==================== stream_demux_1ton
### Placement view, stream_demux_1ton

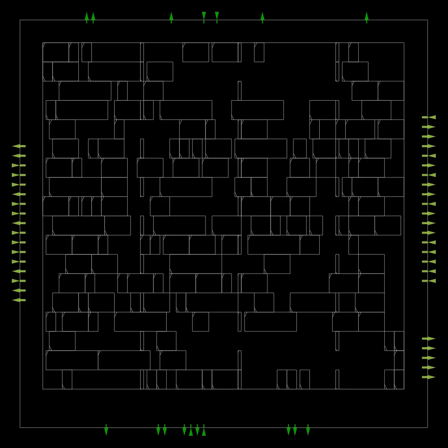

--- config.mk ---
export PLATFORM = sky130hd
export DESIGN_NAME = stream_demux_1ton
export DESIGN_NICKNAME = d
export VERILOG_FILES = /design/src/rtl/stream_demux_1ton.sv
export SDC_FILE = /design/constraint.sdc
export NUM_CORES = 1
export LEC_CHECK = 0
export CAP_MARGIN = 40
export CORE_MARGIN = 3
export CORE_UTILIZATION = 38
export DETAILED_ROUTE_END_ITERATION = 16
export HOLD_SLACK_MARGIN = 0.05
export PLACE_DENSITY = 0.8
export SLEW_MARGIN = 5
export SYNTH_ARGS = -nofsm -noshare
export SYNTH_HDL_FRONTEND = slang
export SYNTH_SLANG_ARGS = --single-unit
--- constraint.sdc ---
create_clock -name clk -period 2.4 [get_ports clk]
set_clock_uncertainty 0.1 [all_clocks]
set_input_delay 0.48 -clock clk [delete_from_list [all_inputs] [get_ports clk]]
set_output_delay 0.48 -clock clk [all_outputs]
set_load 0.01 [all_outputs]
--- src/rtl/stream_demux_1ton.sv ---
// stream_demux_1ton: registered 1-to-N packet-stream demultiplexer.
// The channel select is locked on the first beat of each packet, and every
// beat of that packet is steered through one shared output register to the
// locked channel. A packet whose select is out of range is consumed and
// discarded, and the saturating drop counter records it.
module stream_demux_1ton #(
    parameter int DATA_W = 8,
    parameter int NUM_CH = 8,
    parameter int SEL_W  = (NUM_CH > 1) ? $clog2(NUM_CH) : 1,
    parameter int CNT_W  = 16
) (
    input  logic              clk,
    input  logic              rst_n,
    input  logic              s_valid,
    output logic              s_ready,
    input  logic [DATA_W-1:0] s_data,
    input  logic [SEL_W-1:0]  s_sel,
    input  logic              s_last,
    output logic [NUM_CH-1:0] m_valid,
    input  logic [NUM_CH-1:0] m_ready,
    output logic [DATA_W-1:0] m_data,
    output logic              m_last,
    output logic [CNT_W-1:0]  drop_cnt
);

    typedef enum logic [1:0] {
        IDLE = 2'd0,
        PKT  = 2'd1,
        DROP = 2'd2
    } state_t;

    // One bit wider than the select, so NUM_CH = 2^SEL_W is still representable.
    localparam logic [SEL_W:0] NUM_CH_L = (SEL_W+1)'(NUM_CH);

    state_t              state, state_nxt;
    logic                out_vld;
    logic [SEL_W-1:0]    out_ch;
    logic [DATA_W-1:0]   out_data;
    logic                out_last;
    logic [SEL_W-1:0]    lock_ch;

    logic                drain_rdy;
    logic                drain;
    logic                can_load;
    logic                ready_int;
    logic                accept;
    logic                sel_ok;
    logic                load;
    logic                lock_set;
    logic [SEL_W-1:0]    load_ch;
    logic                drop_inc;

    // Pick the ready of the channel currently holding the output beat.
    // NOTE: every variable written in always_comb gets a default first, so no path leaves it unassigned and no latch is inferred.
    always_comb begin
        drain_rdy = 1'b0;
        for (int i = 0; i < NUM_CH; i++) begin
            if (out_ch == SEL_W'(i)) drain_rdy = m_ready[i];
        end
    end

    // Decode the shared output register into the one-hot channel valids.
    always_comb begin
        m_valid = '0;
        for (int i = 0; i < NUM_CH; i++) begin
            m_valid[i] = out_vld && (out_ch == SEL_W'(i));
        end
    end

    assign drain     = out_vld && drain_rdy;
    assign can_load  = !out_vld || drain;
    // Beats being discarded never wait on the output register.
    assign ready_int = (state == DROP) ? 1'b1 : can_load;
    assign s_ready   = ready_int && rst_n;
    assign accept    = s_valid && s_ready;
    assign sel_ok    = ({1'b0, s_sel} < NUM_CH_L);

    assign m_data = out_data;
    assign m_last = out_last;

    // Next-state logic and per-beat steering decisions.
    always_comb begin
        state_nxt = state;
        load      = 1'b0;
        lock_set  = 1'b0;
        load_ch   = lock_ch;
        drop_inc  = 1'b0;
        case (state)
            IDLE: begin
                if (accept) begin
                    if (sel_ok) begin
                        load     = 1'b1;
                        lock_set = 1'b1;
                        load_ch  = s_sel;
                        if (!s_last) state_nxt = PKT;
                    end else begin
                        drop_inc = 1'b1;
                        if (!s_last) state_nxt = DROP;
                    end
                end
            end
            PKT: begin
                if (accept) begin
                    load = 1'b1;
                    if (s_last) state_nxt = IDLE;
                end
            end
            DROP: begin
                if (accept && s_last) state_nxt = IDLE;
            end
            default: state_nxt = IDLE;
        endcase
    end

    // State register; reset abandons any packet in flight.
    // NOTE: sequential state uses non-blocking assignments so every register samples pre-edge values.
    always_ff @(posedge clk) begin
        if (!rst_n) state <= IDLE;
        else        state <= state_nxt;
    end

    // Output register: load an accepted beat, else release it once drained.
    always_ff @(posedge clk) begin
        if (!rst_n) begin
            out_vld  <= 1'b0;
            out_ch   <= '0;
            out_data <= '0;
            out_last <= 1'b0;
        end else if (load) begin
            out_vld  <= 1'b1;
            out_ch   <= load_ch;
            out_data <= s_data;
            out_last <= s_last;
        end else if (drain) begin
            out_vld  <= 1'b0;
        end
    end

    // Locked channel for the remaining beats of the current packet.
    always_ff @(posedge clk) begin
        if (!rst_n)        lock_ch <= '0;
        else if (lock_set) lock_ch <= s_sel;
    end

    // Saturating count of dropped packets.
    always_ff @(posedge clk) begin
        if (!rst_n)
            drop_cnt <= '0;
        else if (drop_inc && (drop_cnt != {CNT_W{1'b1}}))
            drop_cnt <= drop_cnt + CNT_W'(1);
    end

endmodule

==================== mem_fill_arbiter
`src/rtl/mem_arb_pkg.sv`:
```
// Shared types and block geometry for the memory fill arbiter.
package mem_arb_pkg;

  typedef enum logic [1:0] {QUIET, IDLE, FILL, DONE} arb_state_t;
  typedef enum logic {OWN_I, OWN_D} owner_t;

  localparam int BLK_OFF_BITS  = 4;
  localparam int WORD_IDX_BITS = 3;

endpackage

```
`src/rtl/blk_word_cnt.sv`:
```
// Word index counter within a cache block: clear has priority over increment.
module blk_word_cnt
  import mem_arb_pkg::*;
#(
  parameter int WORDS = 8
) (
  input  logic                     clk,
  input  logic                     rst,
  input  logic                     clr,
  input  logic                     inc,
  output logic [WORD_IDX_BITS-1:0] cnt,
  output logic                     last
);

  localparam logic [WORD_IDX_BITS-1:0] LAST_IDX = WORD_IDX_BITS'(WORDS - 1);

  logic [WORD_IDX_BITS-1:0] cnt_q, cnt_d;

  always_comb begin
    cnt_d = cnt_q;
    if (clr) cnt_d = '0;
    else if (inc) cnt_d = cnt_q + 1'b1;
  end

  always_ff @(posedge clk) begin
    if (rst) cnt_q <= '0;
    else     cnt_q <= cnt_d;
  end

  assign cnt  = cnt_q;
  assign last = (cnt_q == LAST_IDX);

endmodule

```
`src/rtl/mem_fill_arbiter.sv`:
```
// Sequences main memory between I/D block fills and D write-through stores; freezes the pipeline during fills.
// Define MEM_ARB_PERF_EN to add saturating fill and stall counters (perf_ifill, perf_dfill, perf_stall).
module mem_fill_arbiter
  import mem_arb_pkg::*;
#(
  parameter int ADDR_W        = 16,
  parameter int DATA_W        = 16,
  parameter int WORDS_PER_BLK = 8,
  parameter int MEM_LAT       = 4
) (
  input  logic                     clk,
  input  logic                     rst,
  input  logic                     icache_miss,
  input  logic [ADDR_W-1:0]        icache_miss_addr,
  input  logic                     dcache_miss,
  input  logic [ADDR_W-1:0]        dcache_miss_addr,
  input  logic                     dcache_wr,
  input  logic [ADDR_W-1:0]        dcache_wr_addr,
  input  logic [DATA_W-1:0]        dcache_wr_data,
  output logic                     mem_enable,
  output logic                     mem_wr,
  output logic [ADDR_W-1:0]        mem_addr,
  output logic [DATA_W-1:0]        mem_wdata,
  input  logic                     mem_data_valid,
  input  logic [DATA_W-1:0]        mem_rdata,
  output logic [DATA_W-1:0]        fill_data,
  output logic [WORD_IDX_BITS-1:0] fill_word,
  output logic                     icache_fill_we,
  output logic                     dcache_fill_we,
  output logic                     icache_fill_done,
  output logic                     dcache_fill_done,
  output logic                     pipe_wen
`ifdef MEM_ARB_PERF_EN
  ,
  output logic [15:0]              perf_ifill,
  output logic [15:0]              perf_dfill,
  output logic [15:0]              perf_stall
`endif
);

  localparam int                QCNT_W     = $clog2(MEM_LAT + 1);
  localparam logic [QCNT_W-1:0] QUIET_LAST = QCNT_W'(MEM_LAT - 1);
  localparam logic [ADDR_W-1:0] BLK_MASK   = ADDR_W'((1 << BLK_OFF_BITS) - 1);

  arb_state_t               state_q, state_d;
  owner_t                   owner_q, owner_d;
  logic [ADDR_W-1:0]        base_q, base_d;
  logic [QCNT_W-1:0]        quiet_q, quiet_d;
  logic                     issue_done_q, issue_done_d;
  logic [DATA_W-1:0]        fill_data_q, fill_data_d;
  logic [WORD_IDX_BITS-1:0] fill_word_q, fill_word_d;
  logic                     fill_we_q, fill_we_d;

  logic                     issue_clr, issue_inc, issue_last;
  logic                     recv_clr, recv_inc, recv_last;
  logic [WORD_IDX_BITS-1:0] issue_cnt, recv_cnt;

  blk_word_cnt #(.WORDS(WORDS_PER_BLK)) u_issue_cnt (
    .clk  (clk),
    .rst  (rst),
    .clr  (issue_clr),
    .inc  (issue_inc),
    .cnt  (issue_cnt),
    .last (issue_last)
  );

  blk_word_cnt #(.WORDS(WORDS_PER_BLK)) u_recv_cnt (
    .clk  (clk),
    .rst  (rst),
    .clr  (recv_clr),
    .inc  (recv_inc),
    .cnt  (recv_cnt),
    .last (recv_last)
  );

  always_comb begin
    state_d          = state_q;
    owner_d          = owner_q;
    base_d           = base_q;
    quiet_d          = quiet_q;
    issue_done_d     = issue_done_q;
    fill_data_d      = fill_data_q;
    fill_word_d      = fill_word_q;
    fill_we_d        = 1'b0;
    issue_clr        = 1'b0;
    issue_inc        = 1'b0;
    recv_clr         = 1'b0;
    recv_inc         = 1'b0;
    mem_enable       = 1'b0;
    mem_wr           = 1'b0;
    mem_addr         = '0;
    mem_wdata        = '0;
    icache_fill_done = 1'b0;
    dcache_fill_done = 1'b0;
    pipe_wen         = 1'b0;
    case (state_q)
      // Returns still in flight from before reset drain here unseen.
      QUIET: begin
        quiet_d = quiet_q + 1'b1;
        if (quiet_q == QUIET_LAST) begin
          quiet_d = '0;
          state_d = IDLE;
        end
      end
      IDLE: begin
        pipe_wen = ~(icache_miss | dcache_miss);
        if (dcache_wr) begin
          mem_enable = 1'b1;
          mem_wr     = 1'b1;
          mem_addr   = dcache_wr_addr;
          mem_wdata  = dcache_wr_data;
        end else if (dcache_miss) begin
          owner_d = OWN_D;
          base_d  = dcache_miss_addr & ~BLK_MASK;
          state_d = FILL;
        end else if (icache_miss) begin
          owner_d = OWN_I;
          base_d  = icache_miss_addr & ~BLK_MASK;
          state_d = FILL;
        end
      end
      FILL: begin
        if (!issue_done_q) begin
          mem_enable = 1'b1;
          mem_addr   = base_q + ADDR_W'({issue_cnt, 1'b0});
          if (issue_last) issue_done_d = 1'b1;
          else            issue_inc    = 1'b1;
        end
        if (mem_data_valid) begin
          fill_data_d = mem_rdata;
          fill_word_d = recv_cnt;
          fill_we_d   = 1'b1;
          if (recv_last) begin
            state_d      = DONE;
            issue_clr    = 1'b1;
            recv_clr     = 1'b1;
            issue_done_d = 1'b0;
          end else begin
            recv_inc = 1'b1;
          end
        end
      end
      DONE: begin
        icache_fill_done = (owner_q == OWN_I);
        dcache_fill_done = (owner_q == OWN_D);
        state_d          = IDLE;
      end
      default: state_d = QUIET;
    endcase
  end

  always_ff @(posedge clk) begin
    if (rst) begin
      state_q      <= QUIET;
      owner_q      <= OWN_I;
      base_q       <= '0;
      quiet_q      <= '0;
      issue_done_q <= 1'b0;
      fill_data_q  <= '0;
      fill_word_q  <= '0;
      fill_we_q    <= 1'b0;
    end else begin
      state_q      <= state_d;
      owner_q      <= owner_d;
      base_q       <= base_d;
      quiet_q      <= quiet_d;
      issue_done_q <= issue_done_d;
      fill_data_q  <= fill_data_d;
      fill_word_q  <= fill_word_d;
      fill_we_q    <= fill_we_d;
    end
  end

  assign fill_data      = fill_data_q;
  assign fill_word      = fill_word_q;
  assign icache_fill_we = fill_we_q & (owner_q == OWN_I);
  assign dcache_fill_we = fill_we_q & (owner_q == OWN_D);

`ifdef MEM_ARB_PERF_EN
  logic [15:0] perf_ifill_q, perf_ifill_d;
  logic [15:0] perf_dfill_q, perf_dfill_d;
  logic [15:0] perf_stall_q, perf_stall_d;

  always_comb begin
    perf_ifill_d = perf_ifill_q;
    perf_dfill_d = perf_dfill_q;
    perf_stall_d = perf_stall_q;
    if (icache_fill_done && (perf_ifill_q != 16'hFFFF)) perf_ifill_d = perf_ifill_q + 1'b1;
    if (dcache_fill_done && (perf_dfill_q != 16'hFFFF)) perf_dfill_d = perf_dfill_q + 1'b1;
    if (!pipe_wen && (perf_stall_q != 16'hFFFF))        perf_stall_d = perf_stall_q + 1'b1;
  end

  always_ff @(posedge clk) begin
    if (rst) begin
      perf_ifill_q <= '0;
      perf_dfill_q <= '0;
      perf_stall_q <= '0;
    end else begin
      perf_ifill_q <= perf_ifill_d;
      perf_dfill_q <= perf_dfill_d;
      perf_stall_q <= perf_stall_d;
    end
  end

  assign perf_ifill = perf_ifill_q;
  assign perf_dfill = perf_dfill_q;
  assign perf_stall = perf_stall_q;
`endif

endmodule
```
`config.mk`:
```
export PLATFORM = sky130hd
export DESIGN_NAME = mem_fill_arbiter
export DESIGN_NICKNAME = d
export VERILOG_FILES = /design/src/rtl/mem_arb_pkg.sv /design/src/rtl/blk_word_cnt.sv /design/src/rtl/mem_fill_arbiter.sv
export SDC_FILE = /design/constraint.sdc
export NUM_CORES = 1
export LEC_CHECK = 0
export CORE_MARGIN = 2
export CORE_UTILIZATION = 25
export DETAILED_ROUTE_END_ITERATION = 10
export GPL_TIMING_DRIVEN = 0
export PLACE_DENSITY = 0.58
export SLEW_MARGIN = 0
export SYNTH_ARGS = -nofsm -noshare
export SYNTH_HDL_FRONTEND = slang
export SYNTH_SLANG_ARGS = --single-unit
```
`constraint.sdc`:
```
create_clock -name clk -period 5.3 [get_ports clk]
set_input_delay 1.325 -clock clk [delete_from_list [all_inputs] [get_ports clk]]
set_output_delay 1.325 -clock clk [all_outputs]
set_load 0.01 [all_outputs]
```
==================== mips_arith_unit
`src/rtl/mips_arith_unit.sv`:
```
// Arithmetic block for the 5-stage MIPS pipeline: IF PC+4, ID branch target, EX ALU.
// All datapath outputs are combinational; the only state is a sticky overflow flag.
module mips_arith_unit #(
    parameter int WIDTH = 32,
    parameter int SHW   = 5
) (
    input  logic             clk,
    input  logic             rst,
    input  logic [WIDTH-1:0] pc_in,
    output logic [WIDTH-1:0] pc_plus4,
    input  logic [WIDTH-1:0] pc4_id,
    input  logic [WIDTH-1:0] br_offset,
    output logic [WIDTH-1:0] br_target,
    input  logic [WIDTH-1:0] alu_a,
    input  logic [WIDTH-1:0] alu_b,
    input  logic [SHW-1:0]   shamt,
    input  logic [2:0]       alu_op,
    output logic [WIDTH-1:0] alu_result,
    output logic             overflow,
    output logic             ovf_sticky
);

    typedef enum logic [2:0] {
        OP_AND = 3'b000,
        OP_OR  = 3'b001,
        OP_ADD = 3'b010,
        OP_SLL = 3'b011,
        OP_SRL = 3'b100,
        OP_NOR = 3'b101,
        OP_SUB = 3'b110,
        OP_SLT = 3'b111
    } aluOp_e;

    localparam logic [WIDTH-1:0] PC_STEP = WIDTH'(4);

    logic [WIDTH-1:0] sumAb;
    logic [WIDTH-1:0] diffAb;
    logic             signA;
    logic             signB;
    logic             addOvf;
    logic             subOvf;
    logic             sltBit;

    // Both adders wrap modulo 2^WIDTH; carry out is deliberately dropped.
    assign pc_plus4  = pc_in + PC_STEP;
    assign br_target = pc4_id + br_offset;

    assign sumAb  = alu_a + alu_b;
    assign diffAb = alu_a - alu_b;
    assign signA  = alu_a[WIDTH-1];
    assign signB  = alu_b[WIDTH-1];

    assign addOvf = (signA == signB) && (sumAb[WIDTH-1] != signA);
    assign subOvf = (signA != signB) && (diffAb[WIDTH-1] != signA);

    // Equals the sign of the (WIDTH+1)-bit difference: when signs differ the
    // negative operand is smaller, otherwise the WIDTH-bit difference cannot overflow.
    assign sltBit = (signA != signB) ? signA : diffAb[WIDTH-1];

    always_comb begin
        alu_result = '0;
        overflow   = 1'b0;
        case (aluOp_e'(alu_op))
            OP_AND: alu_result = alu_a & alu_b;
            OP_OR:  alu_result = alu_a | alu_b;
            OP_ADD: begin
                alu_result = sumAb;
                overflow   = addOvf;
            end
            OP_SLL: alu_result = alu_b << shamt;
            OP_SRL: alu_result = alu_b >> shamt;
            OP_NOR: alu_result = ~(alu_a | alu_b);
            OP_SUB: begin
                alu_result = diffAb;
                overflow   = subOvf;
            end
            OP_SLT: alu_result = {{(WIDTH-1){1'b0}}, sltBit};
            default: alu_result = '0;
        endcase
    end

    always_ff @(posedge clk) begin
        if (rst) begin
            ovf_sticky <= 1'b0;
        end else begin
            ovf_sticky <= ovf_sticky | overflow;
        end
    end

endmodule

```
`config.mk`:
```
export PLATFORM = sky130hd
export DESIGN_NAME = mips_arith_unit
export DESIGN_NICKNAME = d
export VERILOG_FILES = /design/src/rtl/mips_arith_unit.sv
export SDC_FILE = /design/constraint.sdc
export NUM_CORES = 1
export LEC_CHECK = 0
export CORE_ASPECT_RATIO = 1.1
export CORE_MARGIN = 3
export CORE_UTILIZATION = 53
export CTS_CLUSTER_SIZE = 24
export DETAILED_ROUTE_END_ITERATION = 10
export GPL_TIMING_DRIVEN = 0
export PLACE_DENSITY = 0.87
export SLEW_MARGIN = 20
export SYNTH_ARGS = -nofsm -noshare
export SYNTH_HDL_FRONTEND = slang
export SYNTH_SLANG_ARGS = --single-unit
```
`constraint.sdc`:
```
create_clock -name clk -period 6.3 [get_ports clk]
set_clock_uncertainty 0.1 [all_clocks]
set_input_delay 0.945 -clock clk [delete_from_list [all_inputs] [get_ports clk]]
set_output_delay 0.945 -clock clk [all_outputs]
set_load 0.01 [all_outputs]
```
### Met2 routing, mips_arith_unit

Drawn at 3 px/um.
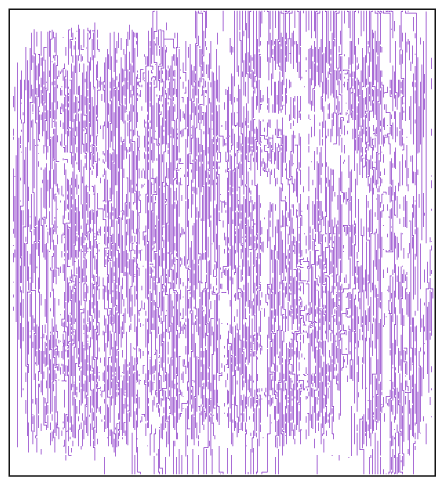
nets with wire on the layer = 1784
main direction = vertical
wire length on this layer = 22.9 mm
longest straight run = 128 um
share of all routed wire = 43%
via count: 14.1k
DRT Wirelength: 53000 um

### Routed clock nets over the placement, mips_arith_unit

Drawn at 2 px/um.
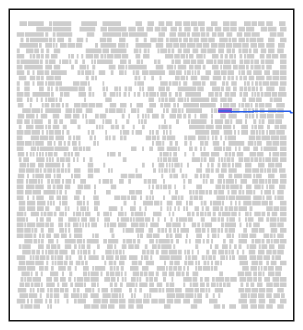
clock wires -> blue  # length 38.2 um
flip-flops -> purple  # count 1
routed clock nets = 1
Clock Power Share: 0%
clk pwr: 0.0000000000212 W

==> flow_summary.ini, mips_arith_unit <==
; physical design summary
[cells_and_area]
syn_to_final_growth_pct = 28.5
top_regs = ovf_sticky: 1 flops
inverters_excl_clock = 110
top_register = ovf_sticky
fin_cells = 2041

[timing]
slew_headroom_pct = 37.0
hold_violations = 0
setup_viol = 2
finalWorstSetupSlack_ns = -0.0666

[outcome]
violations = setup timing
status = complete, but fails checks

[job]
drv_cap = 0

[global_routing]
grt_pass1_wl_um = 77600
gr-total-overflow = 0

[critical_path]
cp_top_family = AND-OR/OR-AND gates
timing.critical_path.arrival_ns = 5.32
cpMaxStageDelayCell = clkdlybuf4s15_1
crit_buf_inv = 3

[placement]
finalWeightedCongestion = 1.24
dp_slack_ns = -1.47
io_buffers = 260

[detailed_routing]
met1Wirelength_um = 18200
dr.pass1.iters = 6

[synthesis]
yosysWarnings = 0

[power_and_ir_drop]
seqPwrFrac_pct = 0.5

[die]
io_pins = 268

[hold_path]
holdPathEnd = ovf_sticky
### Port wiring, stream_demux_1ton

Drawn at 8 px/um.
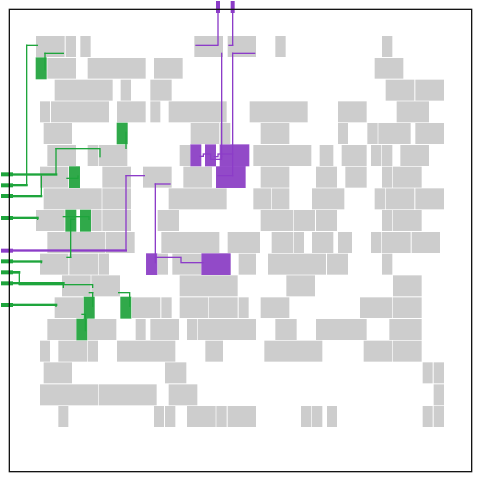
s_sel -> purple  # bits 3, direction input, edge 2 north, 1 west, end cells 6, wire 95.2 um
s_data -> green  # bits 8, direction input, edge west, end cells 8, wire 97.4 um
io pins: 57
port bufs: 40

### Sequential cells colored by netlist name, stream_demux_1ton

Drawn at 4 px/um.
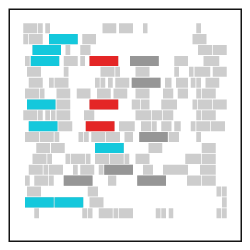
m_data -> cyan  # placed flops 8
lock_ch -> red  # placed flops 3
not colored = 6
Util after Layout: 55.1%
register area: 340 um2
Flop+latch power: 0.000325 W
fraction of area in registers: 24.7%

About 'Placement view' of stream_demux_1ton:
core area: 2500 um2
row count: 18
Non-Filler Instances: 183

==> flow_summary.ini, stream_demux_1ton <==
; physical design summary
[global_routing]
gr-total-overflow = 0

[critical_path]
crit_chain = clkdlybuf4s50_1 > mux2_1 > o22a_4 > and3_2 > buf_2
r2r_end = out_ch[1]
worstPathRequired_ns = 1.82
path_class = primary input to output port
r2r_slack_ns = 0.50

[synthesis]
synth-edff-count = 0
synthTopCellsByArea = dfxtp_1 (34%), mux2i_1 (16%), buf_4 (12%)
ys_types = 25
async_flop_share_pct = 0
synthTopCellsByCount = nand2_1 (26), dfxtp_1 (17), buf_4 (16), mux2i_1 (16), nor2_1 (8)
synth_cells = 114

[power_and_ir_drop]
p_sw_share_pct = 27.7
powerDensity_nw_per_um2 = 485
combinationalPower_w = 0.000192
powerClk_w = 0.000150

[detailed_routing]
routed_wl_um = 2040
wl_per_cell_um = 11.1
drc = 0
drtIter0Drc = 10

[placement]
place_area_um2 = 1360

[clock_tree]
clock-sinks = 17
post_cts_resize_count = 4

[cells_and_area]
layout_top_cell = clkdlybuf4s50_1

[job]
drv_cap = 0
warnings = 26

[timing]
fin_crit_ns = 2.31
slew_viol_final = 0

[outcome]
status = complete, no violations
### Port wiring, mem_fill_arbiter

Drawn at 4 px/um.
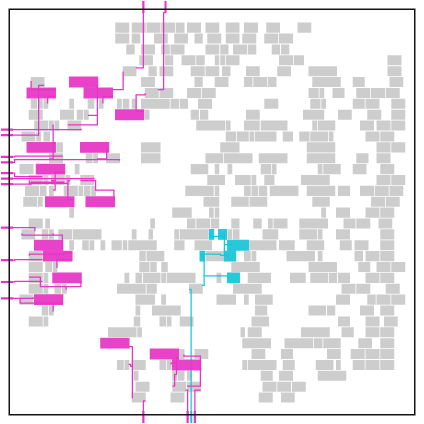
fill_data -> magenta  # bits 16, direction output, edge 11 west, 3 south, 2 north, end cells 16, wire 409 um
mem_data_valid -> cyan  # bits 1, direction input, edge south, end cells 6, wire 65.6 um
port bufs: 133
io pins: 144

==> flow_summary.ini, mem_fill_arbiter <==
; physical design summary
[die]
fp.dieH_um = 101
fp-utilization_pct = 25.6
die_x_um = 101

[synthesis]
synth_flops = 45
synth_top_area_share_pct = 38.3
top_area_cell = dfxtp_1

[clock_tree]
post_cts_resize_count = 0
cts_buffers = 5

[critical_path]
r2r_end = state_q[0]
cp-end-kind = output port
startpoint = dcache_wr
crit_chain = clkdlybuf4s50_1 > and3_1 > buf_6 > buf_6 > a22o_1 > clkdlybuf4s50_1

[power_and_ir_drop]
seqPwrFrac_pct = 39.9
clkPwrFrac_pct = 21.7
power.internal_w = 0.000688

[cells_and_area]
largest_reg_flops = 16
most-common-layout-cells = clkdlybuf4s50_1 (133), dfxtp_1 (45), nand2_1 (42)
regArea_um2 = 901

[global_routing]
gr-total-overflow = 0

[detailed_routing]
antenna_left = 0
routed_wl_um = 6910

[timing]
skew_ns = 0.00402

[outcome]
status = complete, no violations


==> layout pictures side by side <==
Cells colored by class.
image #1
Drawn at 3 px/um.
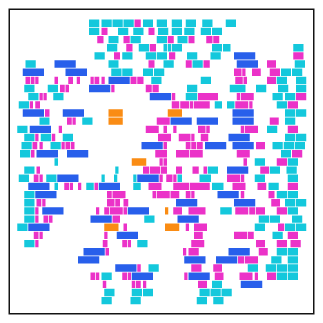
image #2
Drawn at 2 px/um.
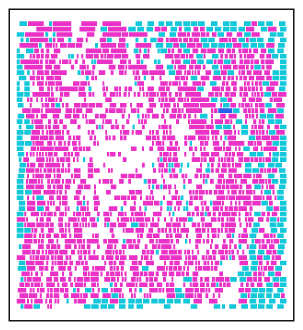
image #3
Drawn at 4 px/um.
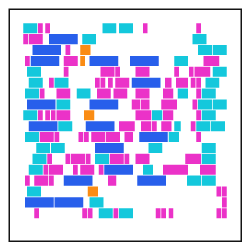
Of these, fewest sequential cells: image #2
Of these, highest utilization: image #2
- mips_arith_unit = image #2
- stream_demux_1ton = image #3
- mem_fill_arbiter = image #1

Key to image #2:
remaining logic cells -> magenta  # cells 1441, share of their area 77%
sequential cells -> blue  # cells 1, share of their area 0.15%
remaining buffers and delay cells -> cyan  # cells 351, share of their area 22%

Power figures rest on the tool's default switching activity, not on a simulated workload.
